=== mem_responder ===
### Placement by cell class, mem_responder

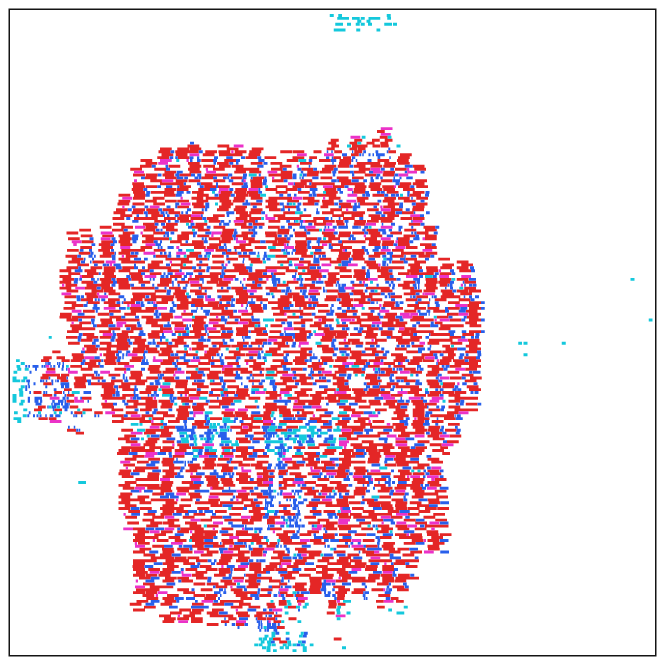

[config.mk]
export PLATFORM = sky130hd
export DESIGN_NAME = mem_responder
export DESIGN_NICKNAME = d
export VERILOG_FILES = /design/src/rtl/mem_pkg.sv /design/src/rtl/mem_arbiter.sv /design/src/rtl/mem_responder.sv
export SDC_FILE = /design/constraint.sdc
export NUM_CORES = 2
export LEC_CHECK = 0
export CAP_MARGIN = 20
export CORE_MARGIN = 2
export CORE_UTILIZATION = 23
export CTS_CLUSTER_DIAMETER = 120
export DETAILED_ROUTE_END_ITERATION = 8
export SLEW_MARGIN = 25
export SYNTH_ARGS = -nofsm -noshare
export SYNTH_HDL_FRONTEND = slang
export SYNTH_HIERARCHICAL = 1
export SYNTH_SLANG_ARGS = --single-unit
[constraint.sdc]
create_clock -name clk -period 4.4 [get_ports clk]
set_input_delay 0.44 -clock clk [delete_from_list [all_inputs] [get_ports clk]]
set_output_delay 0.44 -clock clk [all_outputs]
set_load 0.02 [all_outputs]
[src/rtl/mem_pkg.sv]
// Shared types and defaults for the dual-port (fetch/data) memory responder.
package mem_pkg;

  typedef enum logic [1:0] {IDLE, WAIT, RESP} state_e;
  typedef enum logic {PORT_I, PORT_D} port_e;

  localparam int DEPTH_DEF = 64;
  localparam int WAITS_DEF = 2;

endpackage

[src/rtl/mem_arbiter.sv]
// Two-request round-robin arbiter; the last-grant register only moves on a tie,
// so after reset the data port wins the first tie and ties then alternate.
module mem_arbiter
  import mem_pkg::*;
(
  input  logic  clk,
  input  logic  reset,
  input  logic  req_i,
  input  logic  req_d,
  input  logic  take,
  output port_e grant,
  output logic  valid
);

  port_e last;

  // NOTE: every always_comb output gets a default first, so no path can infer a latch.
  always_comb begin
    valid = req_i | req_d;
    grant = PORT_I;
    if (req_i && req_d) grant = (last == PORT_I) ? PORT_D : PORT_I;
    else if (req_d)     grant = PORT_D;
  end

  // NOTE: sequential state uses non-blocking assignments only.
  always_ff @(posedge clk) begin
    if (!reset)                       last <= PORT_I;
    else if (take && req_i && req_d)  last <= grant;
  end

endmodule

[src/rtl/mem_responder.sv]
// Single-ported word RAM serving an instruction-fetch and a data port, one
// transaction at a time, with a fixed number of wait states per access.
module mem_responder
  import mem_pkg::*;
#(
  parameter int n     = 32,
  parameter int DEPTH = DEPTH_DEF,
  parameter int WAITS = WAITS_DEF
) (
  input  logic         clk,
  input  logic         reset,
  input  logic         i_req,
  input  logic [n-1:0] i_addr,
  output logic [n-1:0] i_rdata,
  output logic         i_ack,
  input  logic         d_req,
  input  logic         d_we,
  input  logic [n-1:0] d_addr,
  input  logic [n-1:0] d_wdata,
  output logic [n-1:0] d_rdata,
  output logic         d_ack,
  output logic         d_err
);

  localparam int AW = $clog2(DEPTH);
  localparam logic [3:0] WAIT_CYCLES = 4'(WAITS);

  state_e         state;
  logic [3:0]     cnt;
  port_e          port;
  logic [AW+1:0]  addr;
  logic           we;
  logic [n-1:0]   wdata;
  logic [n-1:0]   ram [DEPTH];

  logic           req_i_live, req_d_live;
  port_e          grant;
  logic           valid;
  logic [AW-1:0]  idx;
  logic           aligned;

  // Upper address bits only select aliases of the same word.
  logic unused_addr_bits;
  assign unused_addr_bits = ^{i_addr[n-1:AW+2], d_addr[n-1:AW+2]};

  // A request still held during its own ack cycle must not start a second access.
  assign req_i_live = i_req & ~i_ack;
  assign req_d_live = d_req & ~d_ack;

  assign idx     = addr[AW+1:2];
  assign aligned = (addr[1:0] == 2'b00);

  mem_arbiter u_arbiter (
    .clk   (clk),
    .reset (reset),
    .req_i (req_i_live),
    .req_d (req_d_live),
    .take  (state == IDLE),
    .grant (grant),
    .valid (valid)
  );

  always_ff @(posedge clk) begin
    if (!reset) begin
      state   <= IDLE;
      cnt     <= '0;
      port    <= PORT_I;
      addr    <= '0;
      we      <= 1'b0;
      wdata   <= '0;
      i_ack   <= 1'b0;
      i_rdata <= '0;
      d_ack   <= 1'b0;
      d_rdata <= '0;
      d_err   <= 1'b0;
    end else begin
      i_ack   <= 1'b0;
      i_rdata <= '0;
      d_ack   <= 1'b0;
      d_rdata <= '0;
      d_err   <= 1'b0;
      case (state)
        IDLE: begin
          if (valid) begin
            port <= grant;
            cnt  <= WAIT_CYCLES;
            if (grant == PORT_D) begin
              addr  <= d_addr[AW+1:0];
              we    <= d_we;
              wdata <= d_wdata;
            end else begin
              addr  <= i_addr[AW+1:0];
              we    <= 1'b0;
              wdata <= '0;
            end
            state <= (WAIT_CYCLES == 4'd0) ? RESP : WAIT;
          end
        end
        WAIT: begin
          cnt <= cnt - 4'd1;
          if (cnt == 4'd1) state <= RESP;
        end
        RESP: begin
          state <= IDLE;
          if (port == PORT_I) begin
            i_ack   <= 1'b1;
            i_rdata <= aligned ? ram[idx] : '0;
          end else begin
            d_ack <= 1'b1;
            if (!aligned)  d_err   <= 1'b1;
            else if (we)   d_rdata <= wdata;
            else           d_rdata <= ram[idx];
          end
        end
        default: state <= IDLE;
      endcase
    end
  end

  // NOTE: the RAM array is deliberately left out of reset; contents survive a reset.
  always_ff @(posedge clk) begin
    if (reset && state == RESP && port == PORT_D && we && aligned)
      ram[idx] <= wdata;
  end

endmodule

=== port_alloc_rr_flat ===
File: src/rtl/port_alloc_rr_if.sv
// Allocator-side bundle between routing/retry logic (master) and port_alloc_rr (slave).
interface port_alloc_rr_if #(
   parameter int NUM_PORTS = 3,
   parameter int RW        = 2
);
   logic [NUM_PORTS*RW-1:0] route_req;
   logic [NUM_PORTS-1:0]    pkt_tail;
   logic [NUM_PORTS*RW-1:0] control;
   logic [NUM_PORTS-1:0]    grant;
   logic [NUM_PORTS-1:0]    fail;
   logic                    route_err;
   logic                    timeout_pulse;

   modport master (
      output route_req, pkt_tail,
      input  control, grant, fail, route_err, timeout_pulse
   );

   modport slave (
      input  route_req, pkt_tail,
      output control, grant, fail, route_err, timeout_pulse
   );
endinterface

File: src/rtl/port_alloc_rr.sv
// Round-robin output-port allocator: each output locks to one input until its tail flit.
// Optional lock watchdog enabled by defining PORT_ALLOC_TIMEOUT_EN.
module port_alloc_rr #(
   parameter int NUM_PORTS = 3,
   parameter int RW        = 2,
   parameter int TIMEOUT   = 64
) (
   input  logic           clk,
   input  logic           rst_n,
   port_alloc_rr_if.slave bus
);
   localparam int PW = $clog2(NUM_PORTS);
   localparam logic [RW-1:0] MAX_CODE = RW'(NUM_PORTS);

   typedef enum logic {S_IDLE = 1'b0, S_LOCKED = 1'b1} state_t;

   state_t                  state_q  [NUM_PORTS];
   state_t                  state_d  [NUM_PORTS];
   logic [PW-1:0]           owner_q  [NUM_PORTS];
   logic [PW-1:0]           owner_d  [NUM_PORTS];
   logic [PW-1:0]           rr_ptr_q [NUM_PORTS];
   logic [PW-1:0]           rr_ptr_d [NUM_PORTS];
   logic [NUM_PORTS*RW-1:0] control_q, control_d;
   logic [NUM_PORTS-1:0]    grant_q, grant_d;
   logic [NUM_PORTS-1:0]    fail_q, fail_d;
   logic                    route_err_q, route_err_d;
   logic [NUM_PORTS-1:0]    won;
   logic [NUM_PORTS-1:0]    req_valid;
   logic [NUM_PORTS-1:0]    req_bad;
   logic [NUM_PORTS-1:0]    req_hit [NUM_PORTS];

   // req_hit[o][i]: input i is an eligible (unlocked) requester of output o
   for (genvar gi = 0; gi < NUM_PORTS; gi++) begin : g_dec
      logic [RW-1:0] code;
      assign code          = bus.route_req[gi*RW +: RW];
      assign req_valid[gi] = (code != '0) && (code <= MAX_CODE);
      assign req_bad[gi]   = (code > MAX_CODE);
      for (genvar go = 0; go < NUM_PORTS; go++) begin : g_hit
         assign req_hit[go][gi] = (code == RW'(go + 1)) && !grant_q[gi];
      end
   end

`ifdef PORT_ALLOC_TIMEOUT_EN
   localparam int CW = (TIMEOUT > 2) ? $clog2(TIMEOUT) : 1;
   logic [CW-1:0]        wd_cnt_q [NUM_PORTS];
   logic [CW-1:0]        wd_cnt_d [NUM_PORTS];
   logic                 timeout_q, timeout_d;
   logic [NUM_PORTS-1:0] wd_expire;

   for (genvar gi = 0; gi < NUM_PORTS; gi++) begin : g_wd
      assign wd_expire[gi] = (wd_cnt_q[gi] == CW'(TIMEOUT - 1));
   end
   assign bus.timeout_pulse = timeout_q;
`else
   logic unused_timeout;
   assign unused_timeout    = (TIMEOUT > 0);
   assign bus.timeout_pulse = 1'b0;
`endif

   always_comb begin
      int   idx;
      logic found;
      idx         = 0;
      found       = 1'b0;
      state_d     = state_q;
      owner_d     = owner_q;
      rr_ptr_d    = rr_ptr_q;
      won         = '0;
      grant_d     = '0;
      control_d   = '0;
      route_err_d = |req_bad;
`ifdef PORT_ALLOC_TIMEOUT_EN
      wd_cnt_d    = wd_cnt_q;
      timeout_d   = 1'b0;
`endif
      for (int o = 0; o < NUM_PORTS; o++) begin
         if (state_q[o] == S_LOCKED) begin
            if (bus.pkt_tail[owner_q[o]]) begin
               state_d[o] = S_IDLE;
            end
`ifdef PORT_ALLOC_TIMEOUT_EN
            else if (wd_expire[o]) begin
               state_d[o] = S_IDLE;
               timeout_d  = 1'b1;
            end else begin
               wd_cnt_d[o] = CW'(wd_cnt_q[o] + 1'b1);
            end
`endif
         end else begin
            found = 1'b0;
            for (int k = 0; k < NUM_PORTS; k++) begin
               idx = int'(rr_ptr_q[o]) + k;
               if (idx >= NUM_PORTS) idx = idx - NUM_PORTS;
               if (!found && req_hit[o][idx]) begin
                  found       = 1'b1;
                  state_d[o]  = S_LOCKED;
                  owner_d[o]  = PW'(idx);
                  rr_ptr_d[o] = (idx == NUM_PORTS - 1) ? '0 : PW'(idx + 1);
                  won[idx]    = 1'b1;
`ifdef PORT_ALLOC_TIMEOUT_EN
                  wd_cnt_d[o] = '0;
`endif
               end
            end
         end
         // Outputs reflect the post-edge lock state, so grant/control are registered views of it
         if (state_d[o] == S_LOCKED) begin
            grant_d[owner_d[o]]     = 1'b1;
            control_d[o*RW +: RW]   = RW'(int'(owner_d[o]) + 1);
         end
      end
      fail_d = req_valid & ~grant_q & ~won;
   end

   always_ff @(posedge clk) begin
      if (!rst_n) begin
         for (int o = 0; o < NUM_PORTS; o++) begin
            state_q[o]  <= S_IDLE;
            owner_q[o]  <= '0;
            rr_ptr_q[o] <= '0;
`ifdef PORT_ALLOC_TIMEOUT_EN
            wd_cnt_q[o] <= '0;
`endif
         end
         control_q   <= '0;
         grant_q     <= '0;
         fail_q      <= '0;
         route_err_q <= 1'b0;
`ifdef PORT_ALLOC_TIMEOUT_EN
         timeout_q   <= 1'b0;
`endif
      end else begin
         state_q     <= state_d;
         owner_q     <= owner_d;
         rr_ptr_q    <= rr_ptr_d;
         control_q   <= control_d;
         grant_q     <= grant_d;
         fail_q      <= fail_d;
         route_err_q <= route_err_d;
`ifdef PORT_ALLOC_TIMEOUT_EN
         wd_cnt_q    <= wd_cnt_d;
         timeout_q   <= timeout_d;
`endif
      end
   end

   assign bus.control   = control_q;
   assign bus.grant     = grant_q;
   assign bus.fail      = fail_q;
   assign bus.route_err = route_err_q;
endmodule
File: src/flat_wrapper.sv
// flat-port wrapper written by rule: the top's interface ports become plain ports
module port_alloc_rr_flat 
#(
   parameter int NUM_PORTS = 3,
   parameter int RW        = 2,
   parameter int TIMEOUT   = 64
)
  (clk, rst_n, bus_route_req, bus_pkt_tail, bus_control, bus_grant, bus_fail, bus_route_err, bus_timeout_pulse);
  port_alloc_rr_if #(.NUM_PORTS(NUM_PORTS), .RW(RW)) bus_i ();
  input  logic clk;
  input  logic rst_n;
  input wire logic [$bits(bus_i.route_req)-1:0] bus_route_req;
  input wire logic [$bits(bus_i.pkt_tail)-1:0] bus_pkt_tail;
  output wire logic [$bits(bus_i.control)-1:0] bus_control;
  output wire logic [$bits(bus_i.grant)-1:0] bus_grant;
  output wire logic [$bits(bus_i.fail)-1:0] bus_fail;
  output wire logic [$bits(bus_i.route_err)-1:0] bus_route_err;
  output wire logic [$bits(bus_i.timeout_pulse)-1:0] bus_timeout_pulse;
  assign bus_i.route_req = bus_route_req;
  assign bus_i.pkt_tail = bus_pkt_tail;
  assign bus_control = bus_i.control;
  assign bus_grant = bus_i.grant;
  assign bus_fail = bus_i.fail;
  assign bus_route_err = bus_i.route_err;
  assign bus_timeout_pulse = bus_i.timeout_pulse;
  port_alloc_rr #(.NUM_PORTS(NUM_PORTS), .RW(RW), .TIMEOUT(TIMEOUT)) u_core (.clk(clk), .rst_n(rst_n), .bus(bus_i));
endmodule
File: config.mk
export PLATFORM = sky130hd
export DESIGN_NAME = port_alloc_rr_flat
export DESIGN_NICKNAME = d
export VERILOG_FILES = /design/src/rtl/port_alloc_rr_if.sv /design/src/rtl/port_alloc_rr.sv /design/src/flat_wrapper.sv
export SDC_FILE = /design/constraint.sdc
export NUM_CORES = 1
export LEC_CHECK = 0
export CORE_MARGIN = 1
export CORE_UTILIZATION = 55
export CTS_CLUSTER_SIZE = 16
export DETAILED_ROUTE_END_ITERATION = 10
export PLACE_DENSITY_LB_ADDON = 0.15
export SLEW_MARGIN = 10
export SYNTH_ARGS = -nofsm -noshare
export SYNTH_HDL_FRONTEND = slang
export SYNTH_SLANG_ARGS = --single-unit
File: constraint.sdc
create_clock -name clk -period 3.29 [get_ports clk]
set_input_delay 0.329 -clock clk [delete_from_list [all_inputs] [get_ports clk]]
set_output_delay 0.329 -clock clk [all_outputs]
set_load 0.02 [all_outputs]
### Congestion heat map, mem_responder

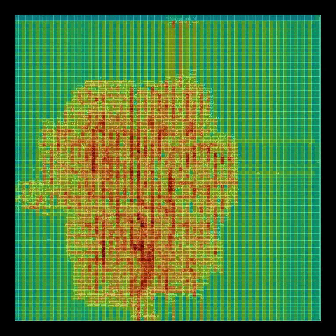
met1 Use GR: 15.6%
final core occ: 27.5%
M3 GR Usage: 1.78%
busiest layer in global routing: met2

### Routed metal, one color a layer, mem_responder

Only two layers are drawn.
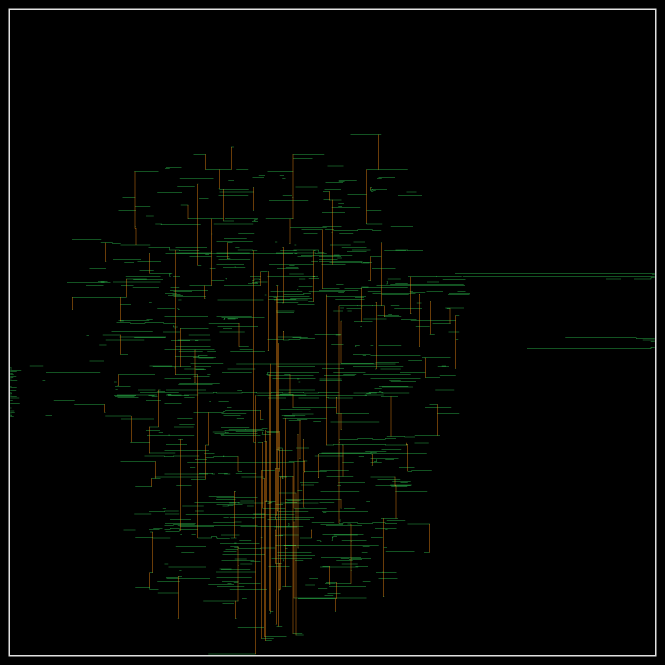
orange -> M4  # wire length 6340 um
green -> M3  # wire length 13900 um
drt wl/cell: 23.1 um
Post-Route WL: 226000 um

Notes on 'Placement by cell class' of mem_responder above:
magenta -> clock drivers and dummy loads  # cells 390
red -> registers  # cells 2170
blue -> remaining logic cells  # cells 2090
cyan -> remaining buffers and delay cells  # cells 352
final instance area: 98700 um^2
floorplan row count: 220

==> impl_metrics.py, mem_responder <==
# Auto-generated metrics
metrics = {
    "routing": {
        "num_vias": 43100,
        "wl_met1_um": 93700,
        "wl_met2_um": 112000,
    },
    "floorplanning": {
        "taps": 4773,
        "io_pins": 168,
    },
    "final_timing": {
        "period_used_pct": 80.1,
    },
    "clock_network": {
        "clkTransAtPathRegs_ns": 0.06,
        "cts_setup_buffers": 0,
        "cts.sinks": 2170,
        "hold_buffers": 0,
    },
    "pwr": {
        "power.total_uw": 43600,
        "combPwrFrac_pct": 7.2,
    },
    "synth": {
        "synth_chip_area_um2": 83000,
        "enable_flop_cells": 2048,
        "syn-num-nets": 4631,
        "yosys_warnings": 6,
    },
    "critical_path": {
        "worstSetupEndpointType": "flop",
        "worstSetupStartpointType": "flop",
    },
    "layout": {
        "area_growth_pct": 18.8,
        "signal_buffers": 352,
        "clockBufferCount": 268,
    },
    "min_path": {
        "min_from": "d_wdata[2]",
    },
    "placement": {
        "place.gp.congestion": 0.807,
    },
    "outcome": {
        "status": "finished, final reports clean",
    },
}
### Routed metal, one color a layer, port_alloc_rr_flat

Only two layers are drawn.
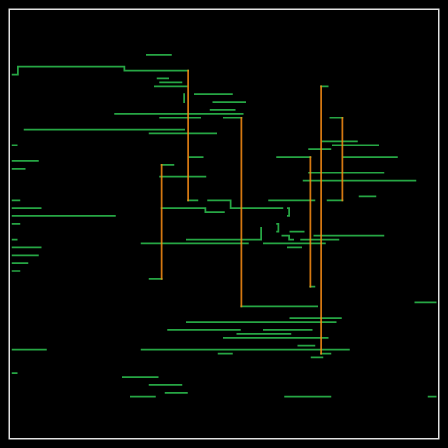
green -> M3  # wire length 556 um
orange -> M4  # wire length 158 um
Total GRT Usage: 29.5%
DR vias: 3017

==> impl_metrics.py, port_alloc_rr_flat <==
# Auto-generated metrics
metrics = {
    "outcome": {
        "status": "finished, final reports clean",
    },
    "global_routing": {
        "use_met2_pct": 44.4,
        "grt-busiest-layer": "met2",
        "grt_first_pass_wirelength_um": 12600,
        "antenna_found_initial": 0,
        "met1_usage_pct": 42.4,
    },
    "flow_run": {
        "warning_count": 41,
    },
    "floorplanning": {
        "taps": 67,
        "io_pins": 25,
        "num_rows": 25,
        "dieWidth_um": 74.1,
    },
    "synth": {
        "synthTopCellsByArea": "dfxtp_1 (19%), ha_1 (9.2%), a21oi_1 (5.4%)",
        "netlist.area_leader.share_pct": 18.9,
        "most_common_cell": "a21oi_1",
        "synth_chip_area_um2": 2860,
        "avgSynthCellArea_um2": 7.56,
        "top_logic_kind": "AND-OR/OR-AND gates",
        "yosys-stat-cells": 378,
        "synth_flops": 27,
        "yosys_warnings": 0,
        "syn_inst": 378,
        "synth_async_sr_flop_share_pct": 0,
    },
    "final_timing": {
        "fmax_mhz": 350,
        "setup_viol": 0,
        "rsz0062_at_grt": "false",
        "final-hold-violation-count": 0,
        "fin_tns_setup_ns": 0,
        "worst_slack_ns": 0.432,
        "fin_skew_ns": 0.00335,
        "maxSlewViolCount": 0,
        "hold_ws_ns": 0.502,
    },
    "pwr": {
        "power_leader": "combinational cells",
        "leakage_uw": 0.00122,
        "peakVddDrop_mv": 0.730,
        "power.total_uw": 2950,
        "combPwrFrac_pct": 72.8,
        "switchingPower_uw": 1490,
        "seq_power_uw": 604,
    },
    "critical_path": {
        "worstSetupEndpointType": "flop",
        "required_ns": 3.47,
        "crit_arrival_ns": 3.04,
        "reg2regPathDepth": 10,
        "r2r_end": "u_core.bus.grant[2]$_SDFF_PN0_",
        "setup.worst_path.start": "u_core.rr_ptr_q[1]$_SDFFE_PN0P_",
    },
    "layout": {
        "nonClkBufAreaFrac_pct": 10.9,
        "logic_gates": 290,
        "drive_gt1_share_pct": 10.6,
        "layout_top_cells_excl_fill_tap": "a21oi_1 (31), dfxtp_1 (27), inv_1 (26)",
        "signal_buffers": 39,
        "antennaDiodeCount": 0,
        "seqCellArea_um2": 541,
        "n_sequential_cell": 27,
        "lay_top_count": "a21oi_1",
        "sh_comb_area_pct": 65.0,
        "sh_seq_area_pct": 17.0,
        "clk_share_pct": 1.42,
    },
    "placement": {
        "dp_slack_ns": 0.320,
    },
    "routing": {
        "wl_per_cell_um": 17.5,
        "top_layer": "met4",
        "routed_wl_um": 7930,
        "drt_pass1_iterations": 7,
    },
    "clock_network": {
        "ctsResizeCount": 0,
        "cts.sinks": 27,
        "hold_buffers": 0,
        "htreeDepth": 1,
        "cts_root_buf": "clkbuf_8",
        "clkTransAtPathRegs_ns": 0.10,
    },
    "min_path": {
        "min_path_type": "reg2reg",
        "min_path_cells": 2,
    },
}

=== resampler_sched ===
### Routed clock nets over the placement, resampler_sched

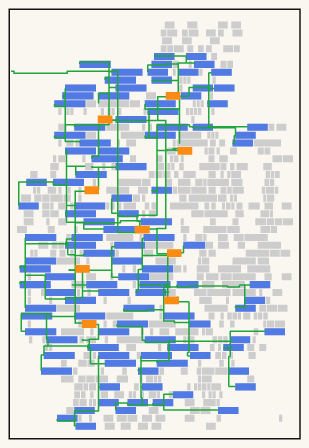

==> config.mk <==
export PLATFORM = sky130hd
export DESIGN_NAME = resampler_sched
export DESIGN_NICKNAME = d
export VERILOG_FILES = /design/src/rtl/resampler_sched.sv
export SDC_FILE = /design/constraint.sdc
export NUM_CORES = 1
export LEC_CHECK = 0
export CORE_ASPECT_RATIO = 1.5
export CORE_MARGIN = 2
export CORE_UTILIZATION = 40
export CTS_BUF_LIST = sky130_fd_sc_hd__clkbuf_4 sky130_fd_sc_hd__clkbuf_8
export CTS_CLUSTER_SIZE = 12
export DETAILED_ROUTE_END_ITERATION = 7
export GPL_ROUTABILITY_DRIVEN = 0
export GPL_TIMING_DRIVEN = 1
export PLACE_DENSITY = 0.6
export SKIP_LAST_GASP = 1
export SLEW_MARGIN = 20
export SYNTH_ARGS = -nofsm -noshare
export SYNTH_HDL_FRONTEND = slang
export SYNTH_SLANG_ARGS = --single-unit
==> constraint.sdc <==
create_clock -name clk -period 4 [get_ports clk]
set_clock_uncertainty 0.05 [all_clocks]
set_input_delay 0.8 -clock clk [delete_from_list [all_inputs] [get_ports clk]]
set_output_delay 0.8 -clock clk [all_outputs]
set_load 0.01 [all_outputs]
==> src/rtl/resampler_sched.sv <==
// resampler_sched: round-robin channel scheduler for a polyphase resampler MAC datapath; optional WAIT watchdog under RESAMPLER_SCHED_WATCHDOG_EN
module resampler_sched #(
    parameter int NUM_CH       = 8,
    parameter int NUM_CH_LOG2  = 3,
    parameter int NUM_FIR      = 160,
    parameter int NUM_FIR_LOG2 = 8,
    parameter int DECIM        = 147,
    parameter int WDOG_CYCLES  = 512,
    parameter int WDOG_LOG2    = 10
) (
    input  logic                    clk,
    input  logic                    rst,
    input  logic [NUM_CH-1:0]       req_i,
    output logic [NUM_CH-1:0]       ack_o,
    output logic                    start_o,
    output logic [NUM_CH_LOG2-1:0]  ch_o,
    output logic [NUM_FIR_LOG2-1:0] rwing_firidx_o,
    output logic [NUM_FIR_LOG2-1:0] lwing_firidx_o,
    input  logic                    done_i,
    output logic [NUM_CH-1:0]       ringbuf_pop_o,
    output logic                    busy_o,
    output logic                    err_o
);
    typedef enum logic [1:0] {IDLE, ISSUE, WAIT, UPDATE} state_t;
    state_t                  r_state;
    logic [NUM_CH-1:0]       r_pend, r_ack, r_pop, w_onehot;
    logic [NUM_CH_LOG2-1:0]  r_ch, w_grant;
    logic [NUM_CH_LOG2:0]    w_idx;
    logic [NUM_FIR_LOG2-1:0] r_phase [NUM_CH];
    logic [NUM_FIR_LOG2-1:0] r_rwing, r_lwing, w_next;
    logic [NUM_FIR_LOG2:0]   w_sum;
    logic                    r_start, w_wrap, w_tout;

    assign w_onehot = NUM_CH'(1) << r_ch;
    assign w_sum    = {1'b0, r_rwing} + (NUM_FIR_LOG2+1)'(DECIM);
    assign w_wrap   = w_sum >= (NUM_FIR_LOG2+1)'(NUM_FIR);
    assign w_next   = w_wrap ? NUM_FIR_LOG2'(w_sum - (NUM_FIR_LOG2+1)'(NUM_FIR)) : w_sum[NUM_FIR_LOG2-1:0];

    // round-robin pick: scan offsets high to low so the nearest pending channel after r_ch wins
    always_comb begin
        w_grant = r_ch;
        w_idx   = '0;
        for (int k = NUM_CH; k >= 1; k--) begin
            w_idx = {1'b0, r_ch} + (NUM_CH_LOG2+1)'(k);
            w_idx = (w_idx >= (NUM_CH_LOG2+1)'(NUM_CH)) ? w_idx - (NUM_CH_LOG2+1)'(NUM_CH) : w_idx;
            w_grant = r_pend[w_idx[NUM_CH_LOG2-1:0]] ? w_idx[NUM_CH_LOG2-1:0] : w_grant;
        end
    end

    // scheduler FSM; phase write and pop are issued on entry to UPDATE so they appear with ack
    always_ff @(posedge clk) begin
        if (rst) begin
            r_state <= IDLE;
            r_pend  <= '0;
            r_ack   <= '0;
            r_pop   <= '0;
            r_start <= 1'b0;
            r_ch    <= '0;
            r_rwing <= '0;
            r_lwing <= NUM_FIR_LOG2'(NUM_FIR - 1);
            for (int i = 0; i < NUM_CH; i++) r_phase[i] <= '0;
        end else begin
            r_pend  <= (r_pend & ~({NUM_CH{r_state == UPDATE}} & w_onehot)) | req_i;
            r_ack   <= '0;
            r_pop   <= '0;
            r_start <= 1'b0;
            case (r_state)
                IDLE: if (|r_pend) begin
                    r_state <= ISSUE;
                    r_start <= 1'b1;
                    r_ch    <= w_grant;
                    r_rwing <= r_phase[w_grant];
                    r_lwing <= NUM_FIR_LOG2'(NUM_FIR - 1) - r_phase[w_grant];
                end
                ISSUE: r_state <= WAIT;
                WAIT: if (done_i || w_tout) begin
                    r_state <= UPDATE;
                    r_ack   <= w_onehot;
                    if (done_i) begin
                        r_phase[r_ch] <= w_next;
                        r_pop         <= w_wrap ? w_onehot : '0;
                    end
                end
                default: r_state <= IDLE;
            endcase
        end
    end

    assign start_o        = r_start;
    assign ch_o           = r_ch;
    assign rwing_firidx_o = r_rwing;
    assign lwing_firidx_o = r_lwing;
    assign busy_o         = r_state != IDLE;
    assign ack_o          = rst ? '0 : r_ack;
    assign ringbuf_pop_o  = rst ? '0 : r_pop;

`ifdef RESAMPLER_SCHED_WATCHDOG_EN
    logic [WDOG_LOG2-1:0] r_wdog;
    logic                 r_err;
    assign w_tout = r_wdog == WDOG_LOG2'(WDOG_CYCLES - 1);
    // count consecutive WAIT cycles; a timeout without done latches the error
    always_ff @(posedge clk) begin
        if (rst) begin
            r_wdog <= '0;
            r_err  <= 1'b0;
        end else begin
            r_wdog <= (r_state == WAIT) ? r_wdog + 1'b1 : '0;
            r_err  <= r_err | (r_state == WAIT && w_tout && !done_i);
        end
    end
    assign err_o = r_err;
`else
    assign w_tout = 1'b0;
    assign err_o  = 1'b0;
`endif
endmodule

=== player_action_tx ===
### src/rtl/player_link_pkg.sv
// Shared definitions for the player action serial link.
// The host-side receiver imports this same package, so action codes,
// frame size and state encodings must stay in step on both ends.
package player_link_pkg;

  // Width of an action code. ACT_W is taken by the "W" action below,
  // so the width uses the longer name ACT_WIDTH.
  localparam int ACT_WIDTH = 3;

  // Action codes from the keyboard stage.
  localparam logic [ACT_WIDTH-1:0] ACT_NONE = 3'd0;
  localparam logic [ACT_WIDTH-1:0] ACT_W    = 3'd1;
  localparam logic [ACT_WIDTH-1:0] ACT_S    = 3'd2;
  localparam logic [ACT_WIDTH-1:0] ACT_UP   = 3'd3;
  localparam logic [ACT_WIDTH-1:0] ACT_DOWN = 3'd4;

  // Frame layout: start, three data bits LSB first, even parity, stop.
  localparam int FRAME_BITS = 6;
  localparam int DATA_BITS  = 3;

  // State encodings, shared so the receiver can decode debug taps.
  localparam logic [2:0] ST_ENC_IDLE   = 3'd0;
  localparam logic [2:0] ST_ENC_START  = 3'd1;
  localparam logic [2:0] ST_ENC_DATA   = 3'd2;
  localparam logic [2:0] ST_ENC_PARITY = 3'd3;
  localparam logic [2:0] ST_ENC_STOP   = 3'd4;

  typedef enum logic [2:0] {
    ST_IDLE   = ST_ENC_IDLE,
    ST_START  = ST_ENC_START,
    ST_DATA   = ST_ENC_DATA,
    ST_PARITY = ST_ENC_PARITY,
    ST_STOP   = ST_ENC_STOP
  } link_state_t;

  // Codes above ACT_DOWN are not real actions and collapse to ACT_NONE.
  function automatic logic [ACT_WIDTH-1:0] sanitize_action(input logic [ACT_WIDTH-1:0] a);
    return (a > ACT_DOWN) ? ACT_NONE : a;
  endfunction

  // Even parity over the data bits.
  function automatic logic even_parity(input logic [ACT_WIDTH-1:0] d);
    return ^d;
  endfunction

endpackage

### src/rtl/player_action_tx_baud_tick.sv
// Serial bit timer: counts 0..CLK_DIV-1 and flags the last cycle of
// each bit period. Held at zero while clear is high so that the first
// bit of a frame always gets a full period.
module baud_tick #(
  parameter int CLK_DIV = 10416
) (
  input  logic clk,
  input  logic rst_n,
  input  logic clear,
  output logic tc
);

  localparam int CNT_W = (CLK_DIV > 1) ? $clog2(CLK_DIV) : 1;
  localparam logic [CNT_W-1:0] CNT_LAST = CNT_W'(CLK_DIV - 1);

  logic [CNT_W-1:0] cnt;

  assign tc = (cnt == CNT_LAST);

  // Free-running bit counter, wraps on terminal count, parked by clear.
  always_ff @(posedge clk or negedge rst_n) begin
    if (!rst_n) begin
      cnt <= '0;
    end else if (clear || tc) begin
      cnt <= '0;
    end else begin
      cnt <= cnt + CNT_W'(1);
    end
  end

endmodule

### src/rtl/player_action_tx.sv
// Player action transmitter: sends a 6-bit frame (start, d0..d2, even
// parity, stop) on a single idle-high wire whenever the sanitised
// action differs from the last one sent.
// Optional feature: define KEEPALIVE_EN to re-send the last action after
// KEEPALIVE_CYC idle cycles so the host can recover from a lost frame.
module player_action_tx
  import player_link_pkg::*;
#(
  parameter int CLK_DIV       = 10416,
  parameter int KEEPALIVE_CYC = 5000000
) (
  input  logic                 clk,
  input  logic                 rst_n,
  input  logic [ACT_WIDTH-1:0] action,
  output logic                 tx,
  output logic                 busy,
  output logic [ACT_WIDTH-1:0] last_sent
);

  link_state_t          state;
  link_state_t          state_n;
  logic [1:0]           bit_idx;
  logic [1:0]           bit_idx_n;
  logic [ACT_WIDTH-1:0] act_q;
  logic [ACT_WIDTH-1:0] data_q;
  logic                 parity_q;
  logic                 tx_q;
  logic                 tx_n;
  logic                 start_frame;
  logic                 bit_tc;
  logic                 ka_fire;

  assign tx   = tx_q;
  assign busy = (state != ST_IDLE);

  baud_tick #(
    .CLK_DIV (CLK_DIV)
  ) u_baud_tick (
    .clk   (clk),
    .rst_n (rst_n),
    .clear (state == ST_IDLE),
    .tc    (bit_tc)
  );

  // Register the sanitised action once; the FSM only ever looks at act_q.
  always_ff @(posedge clk or negedge rst_n) begin
    if (!rst_n) begin
      act_q <= ACT_NONE;
    end else begin
      act_q <= sanitize_action(action);
    end
  end

`ifdef KEEPALIVE_EN
  localparam int KA_W = (KEEPALIVE_CYC > 1) ? $clog2(KEEPALIVE_CYC) : 1;
  localparam logic [KA_W-1:0] KA_LAST = KA_W'(KEEPALIVE_CYC - 1);

  logic [KA_W-1:0] ka_cnt;

  assign ka_fire = (state == ST_IDLE) && (ka_cnt == KA_LAST) && (act_q == last_sent);

  // Idle-cycle counter; any frame start, change-driven or keepalive, restarts it.
  always_ff @(posedge clk or negedge rst_n) begin
    if (!rst_n) begin
      ka_cnt <= '0;
    end else if (start_frame) begin
      ka_cnt <= '0;
    end else if (state == ST_IDLE) begin
      ka_cnt <= ka_cnt + KA_W'(1);
    end
  end
`else
  logic ka_unused;

  assign ka_fire   = 1'b0;
  assign ka_unused = (KEEPALIVE_CYC > 0);
`endif

  // Next-state logic and the line level that goes with the next state.
  always_comb begin
    state_n     = state;
    bit_idx_n   = bit_idx;
    start_frame = 1'b0;
    tx_n        = 1'b1;

    case (state)
      ST_IDLE: begin
        if ((act_q != last_sent) || ka_fire) begin
          start_frame = 1'b1;
          state_n     = ST_START;
        end
      end
      ST_START: begin
        if (bit_tc) begin
          state_n   = ST_DATA;
          bit_idx_n = 2'd0;
        end
      end
      ST_DATA: begin
        if (bit_tc) begin
          if (bit_idx == 2'(DATA_BITS - 1)) begin
            state_n = ST_PARITY;
          end else begin
            bit_idx_n = bit_idx + 2'd1;
          end
        end
      end
      ST_PARITY: begin
        if (bit_tc) begin
          state_n = ST_STOP;
        end
      end
      ST_STOP: begin
        if (bit_tc) begin
          state_n = ST_IDLE;
        end
      end
      default: begin
        state_n = ST_IDLE;
      end
    endcase

    case (state_n)
      ST_IDLE:   tx_n = 1'b1;
      ST_START:  tx_n = 1'b0;
      ST_DATA:   tx_n = data_q[bit_idx_n];
      ST_PARITY: tx_n = parity_q;
      ST_STOP:   tx_n = 1'b1;
      default:   tx_n = 1'b1;
    endcase
  end

  // State, bit index and registered line output; reset forces the line idle at once.
  always_ff @(posedge clk or negedge rst_n) begin
    if (!rst_n) begin
      state   <= ST_IDLE;
      bit_idx <= 2'd0;
      tx_q    <= 1'b1;
    end else begin
      state   <= state_n;
      bit_idx <= bit_idx_n;
      tx_q    <= tx_n;
    end
  end

  // Capture the frame payload at start; it stays frozen for the whole frame.
  always_ff @(posedge clk or negedge rst_n) begin
    if (!rst_n) begin
      data_q    <= ACT_NONE;
      parity_q  <= 1'b0;
      last_sent <= ACT_NONE;
    end else if (start_frame) begin
      data_q    <= act_q;
      parity_q  <= even_parity(act_q);
      last_sent <= act_q;
    end
  end

endmodule

### config.mk
export PLATFORM = sky130hd
export DESIGN_NAME = player_action_tx
export DESIGN_NICKNAME = d
export VERILOG_FILES = /design/src/rtl/player_link_pkg.sv /design/src/rtl/player_action_tx_baud_tick.sv /design/src/rtl/player_action_tx.sv
export SDC_FILE = /design/constraint.sdc
export NUM_CORES = 1
export LEC_CHECK = 0
export CAP_MARGIN = 10
export CORE_MARGIN = 10
export CORE_UTILIZATION = 51
export CTS_CLUSTER_DIAMETER = 100
export DETAILED_ROUTE_END_ITERATION = 8
export GPL_TIMING_DRIVEN = 0
export PLACE_DENSITY = 0.77
export SKIP_CTS_REPAIR_TIMING = 1
export SLEW_MARGIN = 10
export SYNTH_ARGS = -nofsm -noshare
export SYNTH_HDL_FRONTEND = slang
export SYNTH_SLANG_ARGS = --single-unit
export TNS_END_PERCENT = 100
### constraint.sdc
create_clock -name clk -period 2.05 [get_ports clk]
set_input_delay 0.205 -clock clk [delete_from_list [all_inputs] [get_ports clk]]
set_output_delay 0.205 -clock clk [all_outputs]
set_load 0.02 [all_outputs]
=== prbs_block_scrambler ===
<file path="src/rtl/prbs_block_scrambler_pkg.sv">
// Shared constants and types for the block scrambler: default 1 + x^14 + x^15
// polynomial, its standard seed, and the block-tracking FSM state.
package prbs_block_scrambler_pkg;

  localparam logic [14:0] TAPS_802_16 = 15'h6000;
  localparam logic [14:0] SEED_802_16 = 15'h00A9;

  typedef enum logic {
    IDLE   = 1'b0,
    ACTIVE = 1'b1
  } fsm_state_t;

endpackage

</file>
<file path="src/rtl/prbs_lfsr_step.sv">
// Combinational DATA_W-step LFSR advance: scrambles one beat MSB-first and
// returns the state after the last step (held unchanged when bypassed).
module prbs_lfsr_step
  import prbs_block_scrambler_pkg::*;
#(
  parameter int                LFSR_W = 15,
  parameter logic [LFSR_W-1:0] TAPS   = TAPS_802_16,
  parameter int                DATA_W = 8
) (
  input  logic [LFSR_W-1:0] state,
  input  logic [DATA_W-1:0] data,
  input  logic              bypass,
  output logic [LFSR_W-1:0] next_state,
  output logic [DATA_W-1:0] scrambled
);

  logic [LFSR_W-1:0] chain [DATA_W+1];
  logic [DATA_W-1:0] keystream;

  assign chain[0] = state;

  // Step gi consumes data bit DATA_W-1-gi, so the MSB sees the first feedback bit.
  for (genvar gi = 0; gi < DATA_W; gi++) begin : g_step
    logic fb;
    assign fb                    = ^(chain[gi] & TAPS);
    assign chain[gi+1]           = {chain[gi][LFSR_W-2:0], fb};
    assign keystream[DATA_W-1-gi] = fb;
  end

  assign next_state = bypass ? state : chain[DATA_W];
  assign scrambled  = bypass ? data  : (data ^ keystream);

endmodule

</file>
<file path="src/rtl/prbs_block_scrambler.sv">
// Block-reseeded bit-parallel PRBS scrambler with a single registered output
// stage; the same instance descrambles because the keystream is data independent.
module prbs_block_scrambler
  import prbs_block_scrambler_pkg::*;
#(
  parameter int                LFSR_W   = 15,
  parameter logic [LFSR_W-1:0] TAPS     = TAPS_802_16,
  parameter int                DATA_W   = 8,
  parameter logic [LFSR_W-1:0] SEED_RST = SEED_802_16
) (
  input  logic              clk,
  input  logic              reset,
  input  logic              cfg_load,
  input  logic [LFSR_W-1:0] cfg_seed,
  input  logic              cfg_bypass,
  input  logic              in_valid,
  output logic              in_ready,
  input  logic [DATA_W-1:0] in_data,
  input  logic              in_first,
  input  logic              in_last,
  output logic              out_valid,
  input  logic              out_ready,
  output logic [DATA_W-1:0] out_data,
  output logic              out_first,
  output logic              out_last,
  output logic [LFSR_W-1:0] lfsr_state,
  output logic              frame_err,
  output logic              seed_zero_err
);

  fsm_state_t        state_reg, state_next;
  logic [LFSR_W-1:0] lfsr_reg, seed_reg;
  logic [LFSR_W-1:0] seed_sel, step_state, step_next;
  logic [DATA_W-1:0] step_data;
  logic [DATA_W-1:0] out_data_reg;
  logic              out_valid_reg, out_first_reg, out_last_reg;
  logic              frame_err_reg, seed_zero_err_reg;
  logic              accept, reseed, frame_viol;

  assign in_ready = !out_valid_reg || out_ready;
  assign accept   = in_valid && in_ready;

  // A load coinciding with a reseeding beat is forwarded straight into the step.
  assign seed_sel   = cfg_load ? cfg_seed : seed_reg;
  assign step_state = reseed ? seed_sel : lfsr_reg;

  prbs_lfsr_step #(
    .LFSR_W (LFSR_W),
    .TAPS   (TAPS),
    .DATA_W (DATA_W)
  ) u_step (
    .state      (step_state),
    .data       (in_data),
    .bypass     (cfg_bypass),
    .next_state (step_next),
    .scrambled  (step_data)
  );

  always_ff @(posedge clk or posedge reset) begin
    if (reset) begin
      state_reg <= IDLE;
    end else begin
      state_reg <= state_next;
    end
  end

  always_comb begin
    state_next = state_reg;
    if (accept) begin
      state_next = in_last ? IDLE : ACTIVE;
    end
  end

  // Any beat arriving in IDLE starts a block, well-formed or not.
  always_comb begin
    reseed     = 1'b0;
    frame_viol = 1'b0;
    case (state_reg)
      IDLE: begin
        reseed     = 1'b1;
        frame_viol = !in_first;
      end
      ACTIVE: begin
        reseed     = in_first;
        frame_viol = in_first;
      end
      default: begin
        reseed     = 1'b0;
        frame_viol = 1'b0;
      end
    endcase
  end

  always_ff @(posedge clk or posedge reset) begin
    if (reset) begin
      lfsr_reg          <= '0;
      seed_reg          <= SEED_RST;
      out_valid_reg     <= 1'b0;
      out_first_reg     <= 1'b0;
      out_last_reg      <= 1'b0;
      out_data_reg      <= '0;
      frame_err_reg     <= 1'b0;
      seed_zero_err_reg <= 1'b0;
    end else begin
      if (cfg_load) begin
        seed_reg <= cfg_seed;
        if (cfg_seed == '0) begin
          seed_zero_err_reg <= 1'b1;
        end
      end
      if (accept) begin
        lfsr_reg      <= step_next;
        out_data_reg  <= step_data;
        out_first_reg <= in_first;
        out_last_reg  <= in_last;
        out_valid_reg <= 1'b1;
        if (frame_viol) begin
          frame_err_reg <= 1'b1;
        end
      end else if (out_ready) begin
        out_valid_reg <= 1'b0;
      end
    end
  end

  assign out_valid     = out_valid_reg;
  assign out_data      = out_data_reg;
  assign out_first     = out_first_reg;
  assign out_last      = out_last_reg;
  assign lfsr_state    = lfsr_reg;
  assign frame_err     = frame_err_reg;
  assign seed_zero_err = seed_zero_err_reg;

endmodule

</file>
<file path="config.mk">
export PLATFORM = sky130hd
export DESIGN_NAME = prbs_block_scrambler
export DESIGN_NICKNAME = d
export VERILOG_FILES = /design/src/rtl/prbs_block_scrambler_pkg.sv /design/src/rtl/prbs_lfsr_step.sv /design/src/rtl/prbs_block_scrambler.sv
export SDC_FILE = /design/constraint.sdc
export NUM_CORES = 1
export LEC_CHECK = 0
export ABC_AREA = 1
export CAP_MARGIN = 20
export CORE_UTILIZATION = 46
export CTS_BUF_LIST = sky130_fd_sc_hd__clkbuf_2 sky130_fd_sc_hd__clkbuf_4 sky130_fd_sc_hd__clkbuf_8
export CTS_CLUSTER_SIZE = 16
export DETAILED_ROUTE_END_ITERATION = 12
export HOLD_SLACK_MARGIN = 0.06
export PLACE_DENSITY = 0.79
export SYNTH_ARGS = -nofsm -noshare
export SYNTH_HDL_FRONTEND = slang
export SYNTH_HIERARCHICAL = 1
export SYNTH_SLANG_ARGS = --single-unit
</file>
<file path="constraint.sdc">
create_clock -name clk -period 1.65 [get_ports clk]
set_input_delay 0.33 -clock clk [delete_from_list [all_inputs] [get_ports clk]]
set_output_delay 0.33 -clock clk [all_outputs]
set_load 0.02 [all_outputs]
</file>

## Gallery

Pin map.
Pins as bars across the die edge, other pins in gray.
Plate I
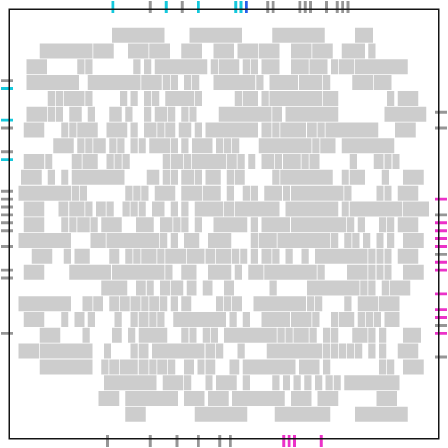
Plate II
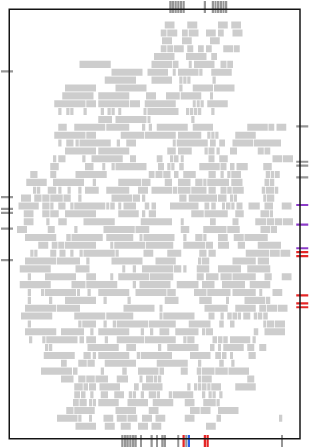
Plate III
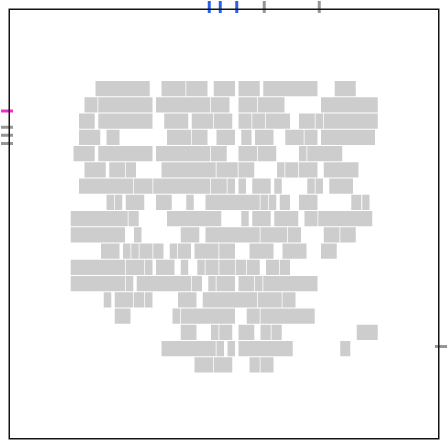
resampler_sched: Plate II
prbs_block_scrambler: Plate I
player_action_tx: Plate III
Of these, fewest pins: Plate III

Key to Plate III:
magenta -> clk  # pins 1, direction input, edge left
blue -> last_sent  # pins 3, direction output, edge top

### Placement by cell class, player_action_tx

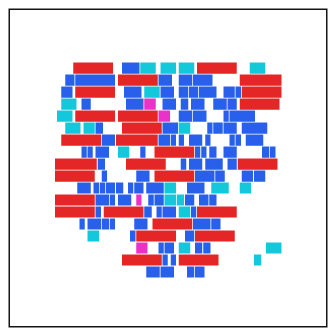
blue -> remaining logic cells  # cells 102
magenta -> clock drivers and dummy loads  # cells 4
cyan -> remaining buffers and delay cells  # cells 21
red -> registers  # cells 27

### Routed clock nets over the placement, player_action_tx

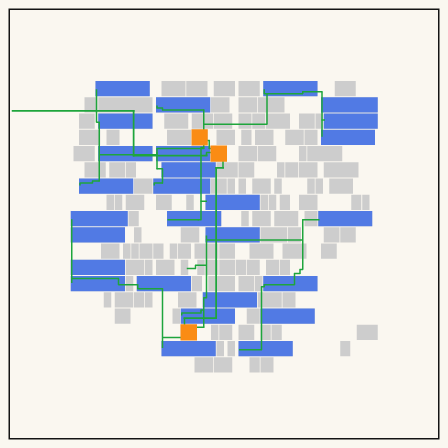
orange -> clock-net drivers  # count 3
blue -> flip-flops  # count 27
green -> clock wires  # length 316 um
routed clock nets = 4
clk pwr: 232 uW
clock latency (worst-skew pair): 0.33 ns
Layout Skew: 0.00510 ns
clock share of power: 18.4%

==> impl_metrics.py, player_action_tx <==
# Auto-generated metrics
metrics = {
    "pwr": {
        "leakage_uw": 0.000716,
        "seq_power_uw": 733,
    },
    "synth": {
        "netlist.area_leader.share_pct": 47.8,
        "top_area_cell": "dfrtp_1",
    },
    "layout": {
        "n_fill_cell": 198,
        "nNetsFinal": 163,
        "n_sequential_cell": 27,
    },
    "floorplanning": {
        "dieWidth_um": 71.6,
        "io_pins": 10,
    },
    "final_timing": {
        "setup_viol": 1,
        "worst_slack_ns": -0.258,
    },
    "global_routing": {
        "grt-busiest-layer": "met2",
        "grt_pass1_vias": 1017,
    },
    "outcome": {
        "violations": "setup timing",
        "status": "finished, violations left",
    },
    "clock_network": {
        "clkTransAtPathRegs_ns": 0.14,
    },
    "placement": {
        "dp_slack_ns": -0.373,
    },
}
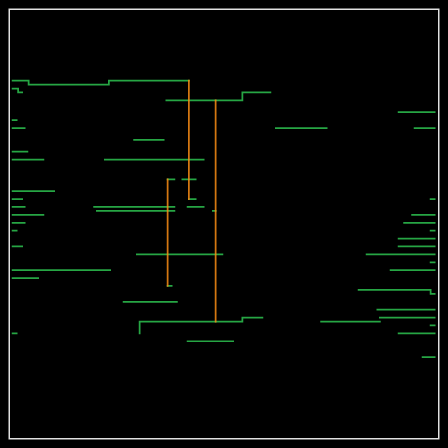
*Routed metal, one color a layer, prbs_block_scrambler*
Only two layers are drawn.
green -> M3  # wire length 333 um
orange -> M4  # wire length 76.8 um
DR vias: 2381
Total GRT Usage: 24.1%
Post-Route WL: 6120 um
drt wl/cell: 12.9 um

==> impl_metrics.py, prbs_block_scrambler <==
# Auto-generated metrics
metrics = {
    "final_timing": {
        "period_used_pct": 97.4,
        "worst_pin_slew_ns": 0.250,
    },
    "critical_path": {
        "worstSetupPathType": "reg2out",
        "crit_chain": "clkdlybuf4s50_1",
        "cp_top_family": "buffers and inverters",
        "crit_cells": 1,
        "r2r_end": "out_data[2]$_DFFE_PP0P_",
        "r2r-start": "state_reg$_DFFE_PP0P_",
        "cp_max_fo": 2,
        "crit_end": "out_data[1]",
        "rrSetupSlack_ns": 0.07,
    },
    "pwr": {
        "intPower_uw": 2090,
        "powerComb_uw": 1200,
        "peakVddDrop_mv": 0.635,
        "power_density_nw_per_um2": 952,
        "switchingPower_uw": 1120,
        "switching_share_pct": 34.9,
    },
    "clock_network": {
        "ctsResizeCount": 20,
        "cts.sinks": 44,
        "cts_root_buf": "clkbuf_8",
    },
    "flow_run": {
        "cap_violations": 0,
    },
    "synth": {
        "synth_async_sr_flop_share_pct": 100,
        "synthDistinctLibCells": 20,
        "avgSynthCellArea_um2": 7.19,
        "synthAdderAreaFrac_pct": 0.529,
        "most_common_cell": "nand2_1",
        "top_logic_kind": "simple AND/OR/NAND/NOR gates",
        "netlist_area_um2": 2360,
        "ys_sh_simple_pct": 31.3,
        "synthMuxAreaShare_pct": 0,
        "enable_flop_cells": 0,
        "synthTopCellsByArea": "dfrtp_1 (42%), nand2_1 (24%), inv_1 (6.7%)",
        "synth_chip_area_um2": 2360,
    },
    "layout": {
        "layout_top_cells_excl_fill_tap": "nand2_1 (146), clkdlybuf4s50_1 (51), dfrtp_1 (40)",
        "area_growth_pct": 42.9,
        "drive_gt1_share_pct": 18.1,
        "logic_gates": 228,
        "design_area_um2": 3380,
    },
    "outcome": {
        "status": "finished, final reports clean",
    },
    "placement": {
        "dp_slack_ns": -0.550,
        "place_hpwl_um": 4360,
    },
    "global_routing": {
        "met3_usage_pct": 5.21,
        "met1_usage_pct": 32.6,
        "grt-busiest-layer": "met2",
    },
    "routing": {
        "wl_met2_um": 2940,
        "top_layer": "met4",
        "ant_nets": 0,
        "vias_per_cell": 5.00,
    },
    "floorplanning": {
        "io_pins": 60,
    },
}
### Placement by cell class, resampler_sched

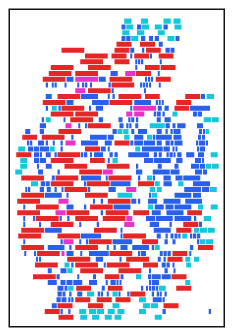
cyan -> remaining buffers and delay cells  # cells 81
magenta -> clock drivers and dummy loads  # cells 16
red -> registers  # cells 109
blue -> remaining logic cells  # cells 346

About 'Routed clock nets over the placement' of resampler_sched:
green -> clock wires  # length 1350 um
blue -> flip-flops  # count 109
orange -> clock-net drivers  # count 9
routed clock nets = 10
clk pwr: 771 uW
clock latency (worst-skew pair): 0.39 ns
clock share of power: 13.7%

==> impl_metrics.py, resampler_sched <==
# Auto-generated metrics
metrics = {
    "clock_network": {
        "cts_setup_buffers": 0,
    },
    "floorplanning": {
        "die-area_um2": 14800,
        "die_y_um": 148,
        "core_um2": 13500,
        "dieWidth_um": 100,
    },
    "synth": {
        "synth_chip_area_um2": 5530,
        "aoi_share_pct": 7.13,
        "top_area_cell": "edfxtp_1",
        "ys_sh_simple_pct": 15.8,
        "synthDistinctLibCells": 54,
        "synthTopCellsByArea": "edfxtp_1 (35%), dfxtp_1 (16%), mux4_2 (9.4%)",
    },
    "layout": {
        "inv_count": 15,
    },
    "final_timing": {
        "min_period_ns": 3.83,
        "worst_slack_ns": 0.171,
        "maxSlewViolCount": 0,
        "slew_headroom_pct": 60.9,
        "fin_tns_setup_ns": 0,
        "rsz0062_at_grt": "false",
    },
    "flow_run": {
        "cap_violations": 0,
    },
    "global_routing": {
        "grt_overflow": 0,
        "grt-busiest-layer": "met2",
        "grt_first_pass_wirelength_um": 23100,
    },
    "critical_path": {
        "crit_chain": "inv_1, buf_4, ha_2, mux4_2, mux2_2, nand2b_1, o311a_4, xnor2_4, buf_12, mux4_2, mux2i_1, ha_1, xor2_1, o21ai_1",
        "cp_max_fo": 8,
        "path_buffers": 3,
    },
    "min_path": {
        "min_path_cells": 2,
    },
    "outcome": {
        "status": "finished, final reports clean",
    },
    "routing": {
        "routed_wl_um": 14500,
        "wl_met2_um": 7940,
    },
    "placement": {
        "placedCellCount": 697,
    },
}


==> gallery <==
Routed clock nets over the placement.
panel A
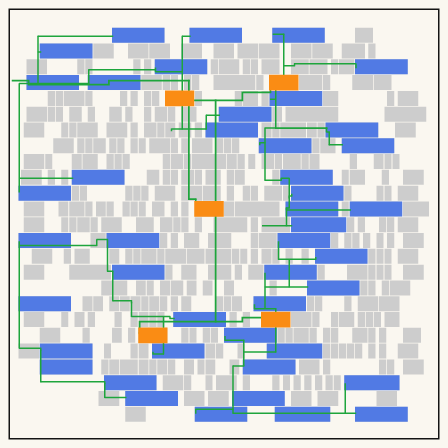
panel B
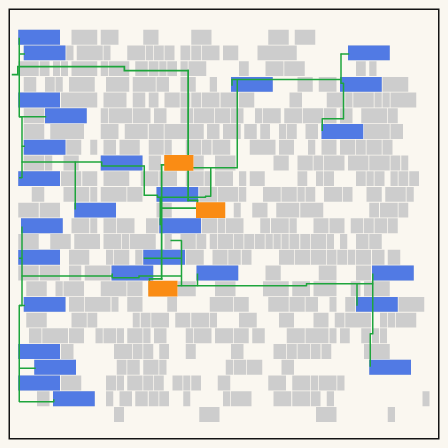
panel C
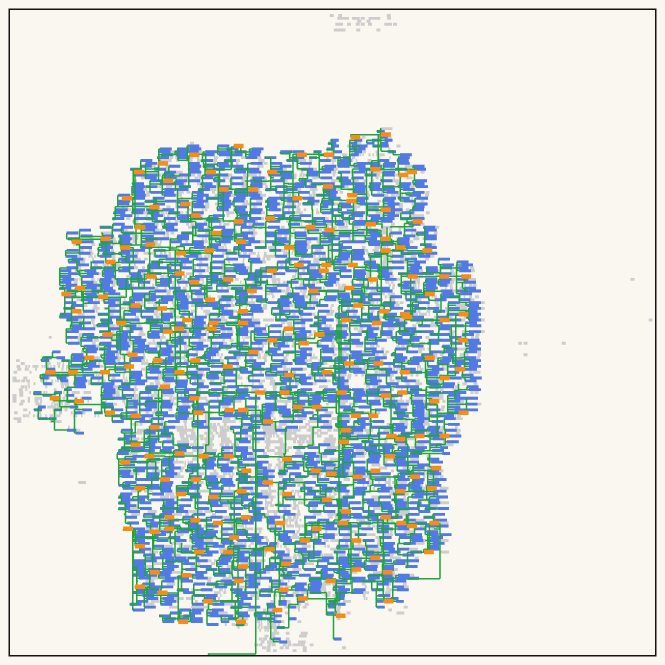
For port_alloc_rr_flat, see panel B.
For mem_responder, see panel C.
For prbs_block_scrambler, see panel A.

Power figures rest on the tool's default switching activity, not on a simulated workload.
